# ---- lane_controller ----
lane_controller, layout detail:
The bar under the picture is 20 um long. Region (1, 1) to (51, 51) um. Cells in grey, sequential cells in the stronger grey; small squares are vias.
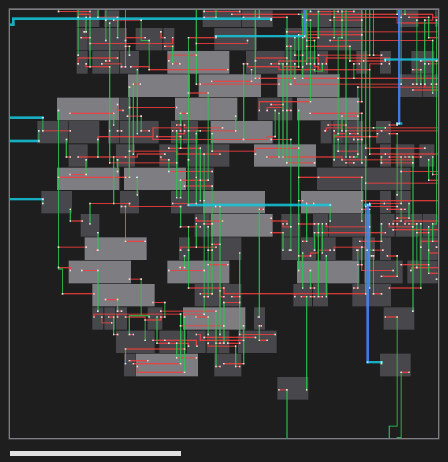
lane_controller, cells coloured by class:
Fill, decap, tap and diode cells in grey.
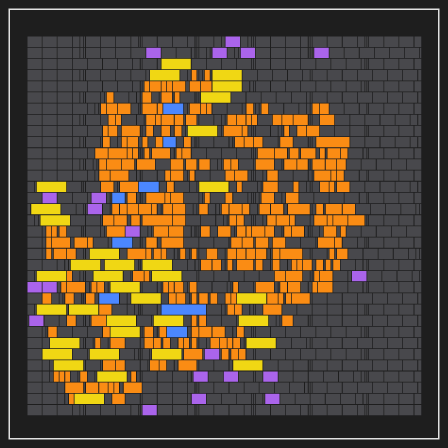
lane_controller, wire density map:
The bar under the picture is 20 um long. The die is cut into 21 by 21 equal tiles; black is low, pale yellow is high, scaled to the fullest tile. Values are wire area over tile area, all layers added.
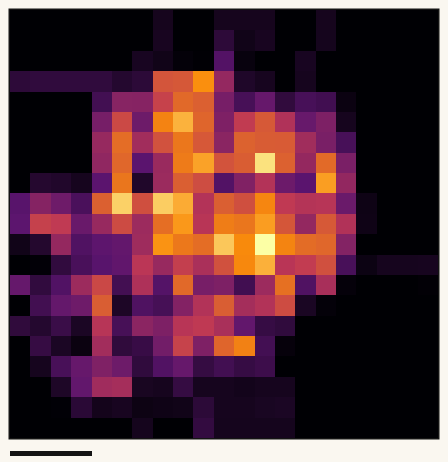
[src/rtl/lane_controller.sv]
// Player lane controller: debounces left/right buttons into lane-change requests
// and steps a signed horizontal offset toward the selected lane once per frame.
module lane_controller #(
    parameter int WIDTH    = 12,
    parameter int LANE_DX  = 100,
    parameter int STEP     = 20,
    parameter int DEBOUNCE = 16
) (
    input  logic                    clk,
    input  logic                    rst,
    input  logic                    frame_tick,
    input  logic                    btn_l,
    input  logic                    btn_r,
    input  logic                    enable,
    output logic signed [WIDTH-1:0] hoffset,
    output logic [1:0]              lane,
    output logic                    moving
);

    localparam int CNT_W = $clog2(DEBOUNCE + 1);
    localparam logic [CNT_W-1:0]        CNT_MAX = CNT_W'(DEBOUNCE - 1);
    localparam logic signed [WIDTH-1:0] DX_W    = WIDTH'(LANE_DX);
    localparam logic signed [WIDTH-1:0] STEP_W  = WIDTH'(STEP);

    typedef enum logic [1:0] {REQ_NONE, REQ_LEFT, REQ_RIGHT} req_t;
    typedef enum logic {IDLE, MOVE} state_t;

    // Index 0 = left button, index 1 = right button
    logic [1:0]       sync1_q, sync2_q;
    logic [1:0]       lvl_q, lvl_d;
    logic [CNT_W-1:0] cnt_q [2];
    logic [CNT_W-1:0] cnt_d [2];
    logic [1:0]       press_q, press_d;

    req_t                    pend_q, pend_d;
    state_t                  state_q, state_d;
    logic [1:0]              lane_q, lane_d;
    logic signed [WIDTH-1:0] hoff_q, hoff_d;
    logic signed [WIDTH-1:0] target;
    logic signed [WIDTH-1:0] stepped;
    logic                    consume;

    function automatic logic signed [WIDTH-1:0] lane_pos(input logic [1:0] l);
        case (l)
            2'd0:    return -DX_W;
            2'd2:    return DX_W;
            default: return '0;
        endcase
    endfunction

    // Difference is taken one bit wider so it can never wrap
    function automatic logic signed [WIDTH-1:0] step_toward(
        input logic signed [WIDTH-1:0] pos,
        input logic signed [WIDTH-1:0] tgt
    );
        logic signed [WIDTH:0] diff;
        logic signed [WIDTH:0] lim;
        diff = {tgt[WIDTH-1], tgt} - {pos[WIDTH-1], pos};
        lim  = (WIDTH+1)'(STEP);
        if ((diff <= lim) && (diff >= -lim)) return tgt;
        else if (diff > 0)                   return pos + STEP_W;
        else                                 return pos - STEP_W;
    endfunction

    always_comb begin
        lvl_d = lvl_q;
        for (int i = 0; i < 2; i++) begin
            cnt_d[i] = '0;
            if (sync2_q[i] != lvl_q[i]) begin
                if (cnt_q[i] == CNT_MAX) lvl_d[i] = ~lvl_q[i];
                else                     cnt_d[i] = cnt_q[i] + 1'b1;
            end
        end
        press_d = lvl_d & ~lvl_q;
    end

    assign target  = lane_pos(lane_q);
    assign stepped = step_toward(hoff_q, target);

    always_comb begin
        state_d = state_q;
        lane_d  = lane_q;
        hoff_d  = hoff_q;
        consume = 1'b0;
        if (frame_tick) begin
            case (state_q)
                IDLE: begin
                    if (pend_q == REQ_LEFT) begin
                        consume = 1'b1;
                        if (lane_q != 2'd0) begin
                            lane_d  = lane_q - 2'd1;
                            state_d = MOVE;
                        end
                    end else if (pend_q == REQ_RIGHT) begin
                        consume = 1'b1;
                        if (lane_q != 2'd2) begin
                            lane_d  = lane_q + 2'd1;
                            state_d = MOVE;
                        end
                    end
                end
                MOVE: begin
                    hoff_d = stepped;
                    if (stepped == target) state_d = IDLE;
                end
                default: state_d = IDLE;
            endcase
        end
    end

    // A fresh press wins over consumption so a pulse coinciding with a tick is kept
    always_comb begin
        pend_d = pend_q;
        if (!enable)                   pend_d = REQ_NONE;
        else if (press_q == 2'b01)     pend_d = REQ_LEFT;
        else if (press_q == 2'b10)     pend_d = REQ_RIGHT;
        else if (consume)              pend_d = REQ_NONE;
    end

    always_ff @(posedge clk) begin
        if (rst) begin
            sync1_q  <= '0;
            sync2_q  <= '0;
            lvl_q    <= '0;
            cnt_q[0] <= '0;
            cnt_q[1] <= '0;
            press_q  <= '0;
            pend_q   <= REQ_NONE;
            state_q  <= IDLE;
            lane_q   <= 2'd1;
            hoff_q   <= '0;
        end else begin
            sync1_q  <= {btn_r, btn_l};
            sync2_q  <= sync1_q;
            lvl_q    <= lvl_d;
            cnt_q[0] <= cnt_d[0];
            cnt_q[1] <= cnt_d[1];
            press_q  <= press_d;
            pend_q   <= pend_d;
            state_q  <= state_d;
            lane_q   <= lane_d;
            hoff_q   <= hoff_d;
        end
    end

    assign hoffset = hoff_q;
    assign lane    = lane_q;
    assign moving  = (state_q == MOVE);

endmodule

[config.mk]
export PLATFORM = sky130hd
export DESIGN_NAME = lane_controller
export DESIGN_NICKNAME = d
export VERILOG_FILES = /design/src/rtl/lane_controller.sv
export SDC_FILE = /design/constraint.sdc
export NUM_CORES = 1
export LEC_CHECK = 0
export CAP_MARGIN = 20
export CORE_MARGIN = 4
export CORE_UTILIZATION = 30
export CTS_BUF_LIST = sky130_fd_sc_hd__clkbuf_4 sky130_fd_sc_hd__clkbuf_8
export CTS_CLUSTER_DIAMETER = 80
export DETAILED_ROUTE_END_ITERATION = 10
export SLEW_MARGIN = 15
export SYNTH_ARGS = -nofsm -noshare
export SYNTH_HDL_FRONTEND = slang
export SYNTH_SLANG_ARGS = --single-unit
[constraint.sdc]
create_clock -name clk -period 14.02 [get_ports clk]
set_input_delay 2.804 -clock clk [delete_from_list [all_inputs] [get_ports clk]]
set_output_delay 2.804 -clock clk [all_outputs]
set_load 0.005 [all_outputs]
==> flow_summary.toml <==
# physical design summary
[cells_and_area]
final_cells = 466
buf_share = 0.06369
final_cell_mix = "dfxtp_1 (35), nor2_1 (27), nand2_1 (26), inv_1 (25), clkdlybuf4s50_1 (20)"
num-clock-buffers = 5

[floorplan]
dieWidth_um = 104.3

[sta]
tns_ps = 0
clock_skew_ps = 6.606

[route]
drc = 0

[global_routing]
busiest_layer = "met2"

[power]
total_power_mw = 0.1976
p_sw_mw = 0.04176

[run_status]
status = "completed"

[synthesis]
yosysUniqueCellTypes = 67
synthTopLogicFamily = "simple AND/OR/NAND/NOR gates"
top_cell = "dfxtp_1"
ys.flop_type = "dfxtp_1"
synth.largest_area_cell = "dfxtp_1"

[hold_path]
whs_path_depth = 1

[placement]
dpl.hpwl_um = 4962

[critical_path]
cp_num_buf_inv = 2

[job]
warnings = 29
About 'layout detail' of lane_controller:
Green stands for metal 2. Cyan stands for metal 3. Blue stands for metal 4. Red stands for metal 1.
Most frequent: dfxtp_1 (21), nor2_1 (16), inv_1 (10). Netlist names of flops here include cnt_q (7), hoffset (4), lvl_q (2). Sequential cells in the window: 21. 117 logic cells have their middle in the window.

About 'cells coloured by class' of lane_controller:
Yellow stands for sequential cells, cells 35, share of their area 23%. Blue stands for clock drivers and dummy loads, cells 8, share of their area 3.9%. Orange stands for combinational and other logic, cells 295, share of their area 66%. Purple stands for remaining buffers and delay cells, cells 20, share of their area 6.7%.
core area: 8891 sq um
row count: 34
Final Util: 0.3535

About 'wire density map' of lane_controller:
The mean over all tiles is 0.094. The densest ninth of the die: centre. 40% of the tiles are nearly empty. The fullest tile reaches 0.45. The emptiest ninth of the die: south-east. 17% of the tiles are over half the peak.
WL/cell: 13.94 um
WL final: 6495 um
GRT Total Usage: 0.1253
via count: 2480


# ---- punc_mem_arbiter ----
punc_mem_arbiter, register map, names as in the netlist:
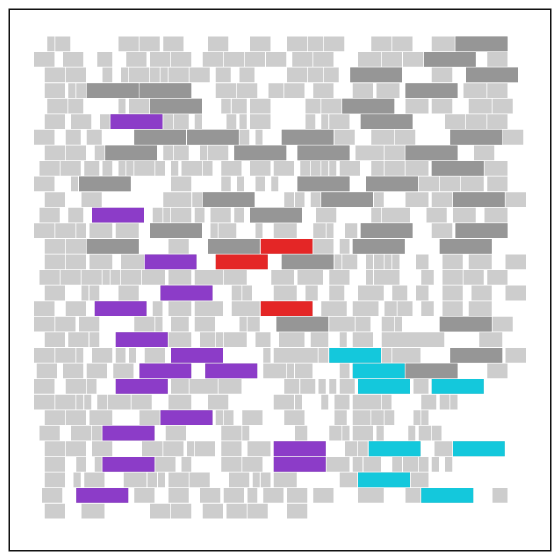
punc_mem_arbiter, wire density map:
The bar under the picture is 20 um long. The die is cut into 19 by 19 equal tiles; black is low, pale yellow is high, scaled to the fullest tile. Values are wire area over tile area, all layers added.
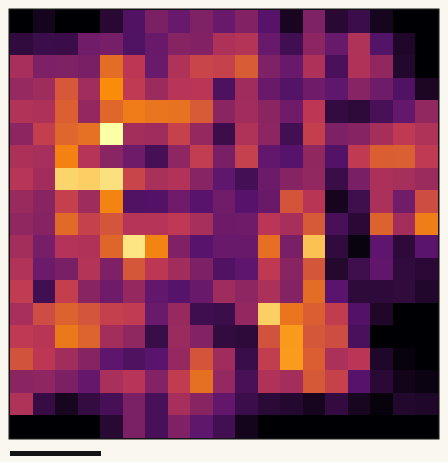
**config.mk**
```make
export PLATFORM = sky130hd
export DESIGN_NAME = punc_mem_arbiter
export DESIGN_NICKNAME = d
export VERILOG_FILES = /design/src/rtl/punc_mem_arb_pkg.sv /design/src/rtl/punc_mem_arb_pick.sv /design/src/rtl/punc_mem_arbiter.sv
export SDC_FILE = /design/constraint.sdc
export NUM_CORES = 1
export LEC_CHECK = 0
export ABC_CLOCK_PERIOD_IN_PS = 4900
export CAP_MARGIN = 40
export CORE_MARGIN = 4
export CORE_UTILIZATION = 44
export CTS_CLUSTER_SIZE = 25
export DETAILED_ROUTE_END_ITERATION = 16
export GPL_TIMING_DRIVEN = 0
export PLACE_DENSITY_LB_ADDON = 0.12
export SYNTH_ARGS = -nofsm -noshare
export SYNTH_HDL_FRONTEND = slang
export SYNTH_HIERARCHICAL = 1
export SYNTH_SLANG_ARGS = --single-unit
```
**constraint.sdc**
```tcl
create_clock -name clk -period 4.9 [get_ports clk]
set_input_delay 0.49 -clock clk [delete_from_list [all_inputs] [get_ports clk]]
set_output_delay 0.49 -clock clk [all_outputs]
set_load 0.02 [all_outputs]
```
**src/rtl/punc_mem_arb_pkg.sv**
```systemverilog
// -----------------------------------------------------------------------------
// punc_mem_arb_pkg
// Shared types and constants for the PUnC unified-memory arbiter.
//   - arb_state_e : arbiter FSM states (IDLE / CMD / WAIT / RESP)
//   - REQ_F/D/G   : requester bit positions inside the {g,d,f} request vector
//   - AW_DEF/DW_DEF : default address / data widths
//   - in_window() : inclusive address-range test used by write protection
// -----------------------------------------------------------------------------
package punc_mem_arb_pkg;

    localparam int AW_DEF  = 16;
    localparam int DW_DEF  = 16;

    localparam int REQ_F   = 0;
    localparam int REQ_D   = 1;
    localparam int REQ_G   = 2;
    localparam int NUM_REQ = 3;

    typedef enum logic [1:0] {
        IDLE = 2'd0,
        CMD  = 2'd1,
        WAIT = 2'd2,
        RESP = 2'd3
    } arb_state_e;

    // Addresses are zero-extended to 32 bits so the test works for any AW <= 32.
    function automatic logic in_window(input logic [31:0] addr,
                                       input logic [31:0] lo,
                                       input logic [31:0] hi);
        return (addr >= lo) && (addr <= hi);
    endfunction

endpackage

```
**src/rtl/punc_mem_arb_pick.sv**
```systemverilog
// -----------------------------------------------------------------------------
// punc_mem_arb_pick
// Combinational winner select for the memory arbiter.
// Fixed priority D > F > G, except that an aged-out G (i_age_hit) beats both.
// Ports:
//   i_req     [2:0]  request vector, bit positions REQ_F / REQ_D / REQ_G
//   i_age_hit        G has waited AGE_MAX arbitrations
//   o_win     [2:0]  one-hot winner, all zero when nothing is requested
// -----------------------------------------------------------------------------
module punc_mem_arb_pick
    import punc_mem_arb_pkg::*;
(
    input  logic [NUM_REQ-1:0] i_req,
    input  logic               i_age_hit,
    output logic [NUM_REQ-1:0] o_win
);

    // NOTE: every output of a combinational block gets a default first, so no
    // path through the if/else chain can leave it unassigned and infer a latch.
    always_comb begin
        o_win = '0;
        if (i_age_hit && i_req[REQ_G]) begin
            o_win[REQ_G] = 1'b1;
        end else if (i_req[REQ_D]) begin
            o_win[REQ_D] = 1'b1;
        end else if (i_req[REQ_F]) begin
            o_win[REQ_F] = 1'b1;
        end else if (i_req[REQ_G]) begin
            o_win[REQ_G] = 1'b1;
        end
    end

endmodule

```
**src/rtl/punc_mem_arbiter.sv**
```systemverilog
// -----------------------------------------------------------------------------
// punc_mem_arbiter
// Shares the single-port LC3 memory between instruction fetch (F), data
// load/store (D) and the debug/loader port (G). One transaction in flight at a
// time; the winner is registered in IDLE, then CMD -> (WAIT) -> RESP.
//
// Optional feature (macro PUNC_MEM_ARB_PROTECT_EN): D writes that land in
// [PROT_BASE, PROT_LIMIT] are suppressed and flagged on err; without the macro
// err is tied low and the PROT_* parameters are unused.
//
// Ports:
//   clk, rst                      clock, asynchronous active-low reset
//   {f,d,g}_req/_we/_addr         requests (f_we ignored, F only reads)
//   {d,g}_wdata                   write data
//   {f,d,g}_gnt                   one-cycle accept pulse (CMD cycle)
//   {f,d,g}_rvalid, rdata         one-cycle read-data-valid pulse, shared data
//   mem_addr/_wr_en/_wdata/_rdata memory interface
//   busy                          high whenever the FSM is not IDLE
//   err                           protection-violation pulse
// -----------------------------------------------------------------------------
module punc_mem_arbiter
    import punc_mem_arb_pkg::*;
#(
    parameter int            AW         = AW_DEF,
    parameter int            DW         = DW_DEF,
    parameter int            RD_LAT     = 1,
    parameter int            AGE_MAX    = 15,
    parameter logic [AW-1:0] PROT_BASE  = '0,
    parameter logic [AW-1:0] PROT_LIMIT = AW'(16'h00FF)
) (
    input  logic          clk,
    input  logic          rst,
    input  logic          f_req,
    input  logic          d_req,
    input  logic          g_req,
    input  logic          f_we,
    input  logic          d_we,
    input  logic          g_we,
    input  logic [AW-1:0] f_addr,
    input  logic [AW-1:0] d_addr,
    input  logic [AW-1:0] g_addr,
    input  logic [DW-1:0] d_wdata,
    input  logic [DW-1:0] g_wdata,
    output logic          f_gnt,
    output logic          d_gnt,
    output logic          g_gnt,
    output logic          f_rvalid,
    output logic          d_rvalid,
    output logic          g_rvalid,
    output logic [DW-1:0] rdata,
    output logic [AW-1:0] mem_addr,
    output logic          mem_wr_en,
    output logic [DW-1:0] mem_wdata,
    input  logic [DW-1:0] mem_rdata,
    output logic          busy,
    output logic          err
);

    // Index of the last WAIT cycle; only meaningful when RD_LAT > 0.
    localparam logic [2:0] LAT_LAST = 3'(RD_LAT - 1);

    arb_state_e           r_state;
    arb_state_e           w_state_nxt;
    logic [NUM_REQ-1:0]   r_owner;
    logic                 r_we;
    logic [AW-1:0]        r_addr;
    logic [DW-1:0]        r_wdata;
    logic [DW-1:0]        r_rdata;
    logic [7:0]           r_age;
    logic [2:0]           r_lat_cnt;

    logic [NUM_REQ-1:0]   w_req;
    logic [NUM_REQ-1:0]   w_win;
    logic                 w_any_req;
    logic                 w_age_hit;
    logic                 w_sel_we;
    logic [AW-1:0]        w_sel_addr;
    logic [DW-1:0]        w_sel_wdata;
    logic                 w_cmd;
    logic                 w_resp;
    logic                 w_last_wait;
    logic                 w_cap_rdata;
    logic                 w_prot_hit;
    logic                 w_unused;

    assign w_req     = {g_req, d_req, f_req};
    assign w_any_req = |w_req;
    assign w_age_hit = (r_age == 8'(AGE_MAX));

    punc_mem_arb_pick u_pick (
        .i_req     (w_req),
        .i_age_hit (w_age_hit),
        .o_win     (w_win)
    );

    // Fields of the winning requester, captured on the IDLE -> CMD edge.
    always_comb begin
        w_sel_we    = 1'b0;
        w_sel_addr  = f_addr;
        w_sel_wdata = '0;
        if (w_win[REQ_D]) begin
            w_sel_we    = d_we;
            w_sel_addr  = d_addr;
            w_sel_wdata = d_wdata;
        end else if (w_win[REQ_G]) begin
            w_sel_we    = g_we;
            w_sel_addr  = g_addr;
            w_sel_wdata = g_wdata;
        end
    end

    assign w_cmd       = (r_state == CMD);
    assign w_resp      = (r_state == RESP);
    assign w_last_wait = (r_lat_cnt == LAT_LAST);

    // mem_rdata is valid RD_LAT cycles after the command cycle: that is the CMD
    // cycle itself for RD_LAT == 0, otherwise the last WAIT cycle.
    assign w_cap_rdata = (w_cmd && !r_we && (RD_LAT == 0)) ||
                         ((r_state == WAIT) && w_last_wait);

    always_comb begin
        w_state_nxt = r_state;
        unique case (r_state)
            IDLE: if (w_any_req) w_state_nxt = CMD;
            CMD: begin
                if (r_we)             w_state_nxt = IDLE;
                else if (RD_LAT == 0) w_state_nxt = RESP;
                else                  w_state_nxt = WAIT;
            end
            WAIT: if (w_last_wait) w_state_nxt = RESP;
            RESP: w_state_nxt = IDLE;
            default: w_state_nxt = IDLE;
        endcase
    end

    // NOTE: sequential state uses non-blocking assignments so every register
    // samples the pre-edge values regardless of statement order.
    always_ff @(posedge clk or negedge rst) begin
        if (!rst) begin
            r_state <= IDLE;
        end else begin
            r_state <= w_state_nxt;
        end
    end

    always_ff @(posedge clk or negedge rst) begin
        if (!rst) begin
            r_owner   <= '0;
            r_we      <= 1'b0;
            r_addr    <= '0;
            r_wdata   <= '0;
            r_rdata   <= '0;
            r_age     <= '0;
            r_lat_cnt <= '0;
        end else begin
            if (r_state == IDLE) begin
                if (w_any_req) begin
                    r_owner <= w_win;
                    r_we    <= w_sel_we;
                    r_addr  <= w_sel_addr;
                    r_wdata <= w_sel_wdata;
                end
                // With g_req high, G either wins (clear) or someone else won.
                if (!g_req || w_win[REQ_G]) begin
                    r_age <= '0;
                end else if (!w_age_hit) begin
                    r_age <= r_age + 8'd1;
                end
            end

            if (w_cmd) begin
                r_lat_cnt <= '0;
            end else if (r_state == WAIT) begin
                r_lat_cnt <= r_lat_cnt + 3'd1;
            end

            if (w_cap_rdata) begin
                r_rdata <= mem_rdata;
            end
        end
    end

`ifdef PUNC_MEM_ARB_PROTECT_EN
    assign w_prot_hit = w_cmd && r_we && r_owner[REQ_D] &&
                        in_window(32'(r_addr), 32'(PROT_BASE), 32'(PROT_LIMIT));
    assign w_unused   = f_we;
`else
    assign w_prot_hit = 1'b0;
    assign w_unused   = f_we ^ (^PROT_BASE) ^ (^PROT_LIMIT);
`endif

    assign f_gnt     = w_cmd  & r_owner[REQ_F];
    assign d_gnt     = w_cmd  & r_owner[REQ_D];
    assign g_gnt     = w_cmd  & r_owner[REQ_G];
    assign f_rvalid  = w_resp & r_owner[REQ_F];
    assign d_rvalid  = w_resp & r_owner[REQ_D];
    assign g_rvalid  = w_resp & r_owner[REQ_G];
    assign rdata     = r_rdata;
    assign mem_addr  = r_addr;
    assign mem_wdata = r_wdata;
    assign mem_wr_en = w_cmd & r_we & ~w_prot_hit;
    assign err       = w_prot_hit;
    assign busy      = (r_state != IDLE);

endmodule

```
==> flow_summary.toml <==
# physical design summary
[route]
dr.pass1.iters = 6
wl_met3_um = 835
top_layer = "met4"

[sta]
maxSlewViolCount = 0
fin_hold_ws_ps = 234.0
period_used_share = 0.5334
postLayoutSetupSlackWorst_ps = 2286
max_freq_ghz = 0.3826

[synthesis]
synthArstFlopShare = 1.000
synthAdderAreaFrac = 0.02673
synth.largest_area_cell = "dfrtp_1"
simple_gate_area_frac = 0.1111
ys.flop_type = "dfrtp_1"
netlist_top_cells_count = "dfrtp_1 (65), nand2_1 (41), mux2_2 (36), o21ai_0 (35), mux2i_1 (17)"
ys_cells = 301
ys_sh_mux = 0.1756

[placement]
dpl.hpwl_um = 7054
place_area_sq_um = 4980
place_ws_ps = 2307

[cells_and_area]
buf_share = 0.3257
antennaDiodeCount = 0
final_cell_mix = "clkdlybuf4s50_1 (157), dfrtp_1 (65), nand2_1 (41), mux2_2 (36), o21ai_0 (35)"
nNonClkBuffers = 176

[power]
p_clk_frac = 0.156
p_int_mw = 1.770
p_leak_nw = 2.157

[floorplan]
rows = 31
die_h_um = 94.30
ioPinCount = 161

[critical_path]
cp_num_buf_inv = 3
crit_start = "r_age[0]$_DFFE_PN0P_"
cp_max_fo = 10
path_cells = "ha_1 > and4b_1 > nand2_1 > inv_1 > o21a_1 > buf_4 > buf_4 > mux2i_1 > o21ai_0 > mux2_2"
critical-path-top-delay-family = "buffers and inverters"

[global_routing]
grt_use_met1 = 0.2221
overflow = 0

[run_status]
status = "completed"

[clock_network]
cts_resized = 0
cts_setup_buffers = 0
## Picture notes: 'register map, names as in the netlist' of punc_mem_arbiter
Red stands for r_owner, sequential cells 3. Cyan stands for r_age, sequential cells 8. Purple stands for mem_addr, sequential cells 16.
Another 38 sequential cells are not coloured.
sequential share of cell area: 0.3143
Reg area: 1627 sq um
sequential power: 0.939 mW
Final Util: 0.7135

## Picture notes: 'wire density map' of punc_mem_arbiter
The emptiest ninth of the die: south-east. 7.2% of the tiles are nearly empty. The fullest tile reaches 0.48.
WL/cell: 15.90 um
WL final: 9128 um
via count: 2927
GRT Total Usage: 0.2087


# ---- sfr_apb_arb ----
sfr_apb_arb, wire density map:
The bar under the picture is 50 um long. The die is cut into 26 by 19 equal tiles; black is low, pale yellow is high, scaled to the fullest tile. Values are wire area over tile area, all layers added.
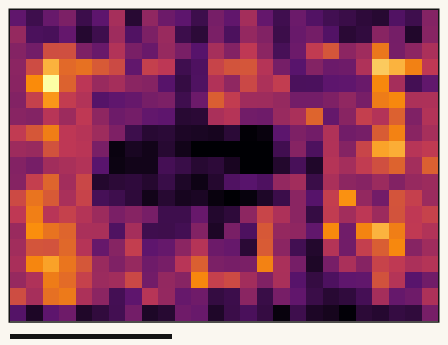
### src/rtl/sfr_pkg.sv
// sfr_pkg: shared state encoding, address-map constants and APB address helper for the SFR arbiter
package sfr_pkg;
  typedef enum logic [1:0] {
    IDLE   = 2'd0,
    SETUP  = 2'd1,
    ACCESS = 2'd2,
    DONE   = 2'd3
  } sfr_state_e;
  localparam int SFR_ADDR_LSB = 2;
  localparam int SFR_IDX_W = 6;
  localparam int SFR_NUM_REGS_DEFAULT = 8;
  function automatic logic [31:0] sfr_paddr(input logic [SFR_IDX_W-1:0] idx);
    return {{(32-SFR_IDX_W-SFR_ADDR_LSB){1'b0}}, idx, {SFR_ADDR_LSB{1'b0}}};
  endfunction
endpackage

### src/rtl/sfr_rr_arb2.sv
// sfr_rr_arb2: combinational two-way pick, round-robin or m0-priority on a tie
// Ports: req[1:0] pending requests, last_grant previous winner, fixed_prio 1 = m0 wins ties,
//        gnt_valid some request pending, gnt_id winning requester
module sfr_rr_arb2 (
  input  logic [1:0] req,
  input  logic       last_grant,
  input  logic       fixed_prio,
  output logic       gnt_valid,
  output logic       gnt_id
);
  always_comb begin
    gnt_valid = |req;
    gnt_id = &req ? (!fixed_prio && !last_grant) : req[1];
  end
endmodule

### src/rtl/sfr_apb_arb.sv
// sfr_apb_arb: two-requester APB master serialising req/done transactions onto the SFR bank
// Ports: sys_clk, rst_b (async, active-low);
//        m0_*/m1_* requester side: req/write/addr/wdata in, done/err/rdata out;
//        apb_sfr_* APB master outputs, sfr_apb_prdata read data in;
//        arb_owner current grant, arb_busy transaction in flight
module sfr_apb_arb import sfr_pkg::*; #(
  parameter int NUM_REGS   = SFR_NUM_REGS_DEFAULT,
  parameter int FIXED_PRIO = 0
) (
  input  logic        sys_clk,
  input  logic        rst_b,
  input  logic        m0_req,
  input  logic        m0_write,
  input  logic [7:0]  m0_addr,
  input  logic [31:0] m0_wdata,
  output logic        m0_done,
  output logic        m0_err,
  output logic [31:0] m0_rdata,
  input  logic        m1_req,
  input  logic        m1_write,
  input  logic [7:0]  m1_addr,
  input  logic [31:0] m1_wdata,
  output logic        m1_done,
  output logic        m1_err,
  output logic [31:0] m1_rdata,
  output logic        apb_sfr_psel,
  output logic        apb_sfr_penable,
  output logic        apb_sfr_pwrite,
  output logic [31:0] apb_sfr_paddr,
  output logic [31:0] apb_sfr_pwdata,
  input  logic [31:0] sfr_apb_prdata,
  output logic        arb_owner,
  output logic        arb_busy
);
  sfr_state_e state, state_nx;
  logic last_grant, gnt_valid, gnt_id, cur_id, sel_ok, sel_write, fin, fin_err, fin_rd;
  logic [SFR_IDX_W-1:0] sel_idx;
  logic [31:0] sel_wdata, fin_rdata;
  logic unused_addr_lsbs;
  assign unused_addr_lsbs = ^{m0_addr[SFR_ADDR_LSB-1:0], m1_addr[SFR_ADDR_LSB-1:0]};
  sfr_rr_arb2 u_arb (
    .req        ({m1_req, m0_req}),
    .last_grant (last_grant),
    .fixed_prio (FIXED_PRIO != 0),
    .gnt_valid  (gnt_valid),
    .gnt_id     (gnt_id)
  );
  always_comb begin
    sel_idx = gnt_id ? m1_addr[7:SFR_ADDR_LSB] : m0_addr[7:SFR_ADDR_LSB];
    sel_write = gnt_id ? m1_write : m0_write;
    sel_wdata = gnt_id ? m1_wdata : m0_wdata;
    sel_ok = {1'b0, sel_idx} < (SFR_IDX_W+1)'(NUM_REGS);
    state_nx = state == IDLE   ? (gnt_valid ? (sel_ok ? SETUP : DONE) : IDLE) :
               state == SETUP  ? ACCESS :
               state == ACCESS ? DONE : IDLE;
    // Completion is decided either straight out of IDLE (range error) or at the end of ACCESS
    cur_id = state == IDLE ? gnt_id : arb_owner;
    fin = state_nx == DONE;
    fin_err = state == IDLE;
    fin_rd = state == IDLE || !apb_sfr_pwrite;
    fin_rdata = state == IDLE ? 32'd0 : sfr_apb_prdata;
  end
  always_ff @(posedge sys_clk or negedge rst_b) begin
    if (!rst_b) begin
      state <= IDLE;
      last_grant <= 1'b1;
      arb_owner <= 1'b0;
      arb_busy <= 1'b0;
      apb_sfr_psel <= 1'b0;
      apb_sfr_penable <= 1'b0;
      apb_sfr_pwrite <= 1'b0;
      apb_sfr_paddr <= 32'd0;
      apb_sfr_pwdata <= 32'd0;
      m0_done <= 1'b0;
      m0_err <= 1'b0;
      m0_rdata <= 32'd0;
      m1_done <= 1'b0;
      m1_err <= 1'b0;
      m1_rdata <= 32'd0;
    end else begin
      state <= state_nx;
      arb_busy <= state_nx != IDLE;
      apb_sfr_psel <= state_nx == SETUP || state_nx == ACCESS;
      apb_sfr_penable <= state_nx == ACCESS;
      if (state == IDLE && gnt_valid) begin
        last_grant <= gnt_id;
        arb_owner <= gnt_id;
      end
      // The APB registers double as the transaction latch; out-of-range grants leave them alone
      if (state_nx == SETUP) begin
        apb_sfr_pwrite <= sel_write;
        apb_sfr_paddr <= sfr_paddr(sel_idx);
        apb_sfr_pwdata <= sel_wdata;
      end
      m0_done <= fin && !cur_id;
      m1_done <= fin && cur_id;
      if (fin && !cur_id) begin
        m0_err <= fin_err;
        if (fin_rd) m0_rdata <= fin_rdata;
      end
      if (fin && cur_id) begin
        m1_err <= fin_err;
        if (fin_rd) m1_rdata <= fin_rdata;
      end
    end
  end
endmodule
### config.mk
export PLATFORM = sky130hd
export DESIGN_NAME = sfr_apb_arb
export DESIGN_NICKNAME = d
export VERILOG_FILES = /design/src/rtl/sfr_pkg.sv /design/src/rtl/sfr_rr_arb2.sv /design/src/rtl/sfr_apb_arb.sv
export SDC_FILE = /design/constraint.sdc
export NUM_CORES = 1
export LEC_CHECK = 0
export ABC_AREA = 0
export CORE_AREA = 2 2 130 94
export DETAILED_ROUTE_END_ITERATION = 16
export DIE_AREA = 0 0 132 96
export GPL_TIMING_DRIVEN = 0
export PLACE_DENSITY = 0.85
export SYNTH_ARGS = -nofsm -noshare
export SYNTH_HDL_FRONTEND = slang
export SYNTH_HIERARCHICAL = 1
export SYNTH_SLANG_ARGS = --single-unit
### constraint.sdc
create_clock -name sys_clk -period 8.07 [get_ports sys_clk]
set_input_delay 1.614 -clock sys_clk [delete_from_list [all_inputs] [get_ports sys_clk]]
set_output_delay 1.614 -clock sys_clk [all_outputs]
set_load 0.03 [all_outputs]
==> flow_summary.toml <==
# physical design summary
[run_status]
status = "completed"

[cells_and_area]
mostFrequentLayoutCell = "clkdlybuf4s50_1"
n_sequential_cell = 114
postLayoutCoreUtil = 0.7023
final_cells = 839
seqCellArea_sq_um = 2854
num-multi-input-gates = 247
top_area_cell_class = "flip-flops and latches"
buf_share = 0.3237
comb_area_sq_um = 1699

[critical_path]
cp_max_fo = 10
r2r_slack_ps = 4930
r2r-end = "apb_sfr_pwdata[30]$_DFFE_PN0N_"
required_ps = 8330

[synthesis]
synth_seq_share = 0.5923
synth_flop_count = 114
syn_avg_cell_area_sq_um = 12.08
synthArstFlopShare = 1.000
ys.flop_type = "dfrtp_1"
synth-warning-count = 6
ys_sh_xor = 0
synthTopLogicFamily = "AND-OR/OR-AND gates"
netlist_top_cells_count = "dfrtp_1 (113), a22o_1 (63), a21oi_1 (44), nor2_1 (43), mux2i_1 (40)"
simple_gate_area_frac = 0.05661
ys_cells = 399

[power]
peakVddDrop_uv = 291.1
switching_share = 0.4046
p_sw_mw = 1.393

[sta]
fin_hold_ws_ps = 500.0
maxSlewViolCount = 0
period_used_share = 0.5401

[clock_network]
htreeDepth = 4
cts_sinks = 114
hold_buffers = 0
clk_pin_slew_ps = 60
cts_max_path_buffers = 2

[floorplan]
die_h_um = 96

[placement]
place_ws_ps = 3277

[hold_path]
whs_path_depth = 1

[global_routing]
overflow = 0
busiest_layer = "met2"
met2_usage = 0.4145

[job]
maxCapViolCount = 0
Notes on 'wire density map' of sfr_apb_arb above:
22% of the tiles are over half the peak. The fullest tile reaches 0.55. 2.0% of the tiles are nearly empty. The emptiest ninth of the die: centre. The mean over all tiles is 0.19.
via count: 4192
GRT Total Usage: 0.2412



==> screenshots <==
Cell placement.
Plate I
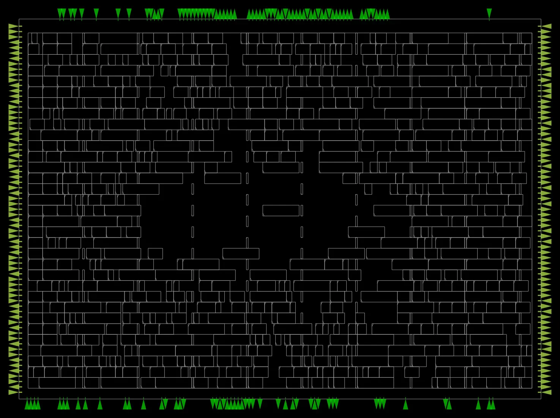
Plate II
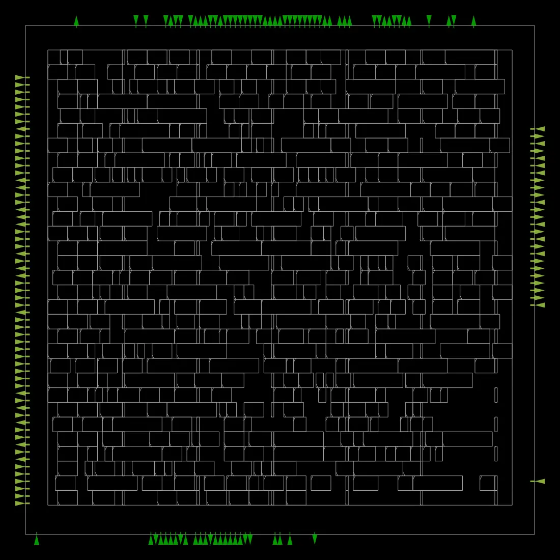
Plate III
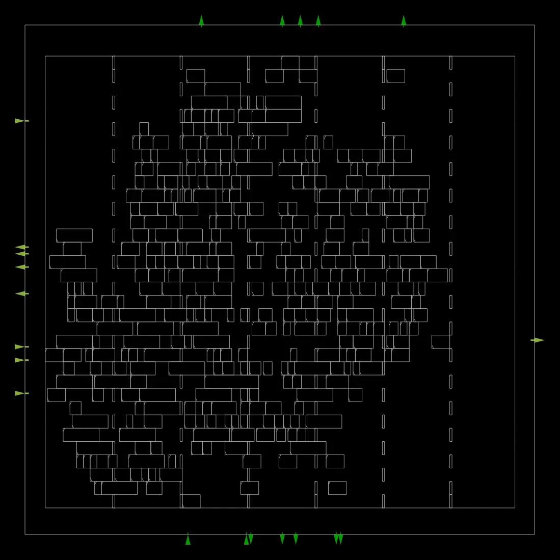
- punc_mem_arbiter = Plate II
- sfr_apb_arb = Plate I
- lane_controller = Plate III
- fewest sequential cells: Plate III
- most sequential cells: Plate I

Power figures rest on the tool's default switching activity, not on a simulated workload.
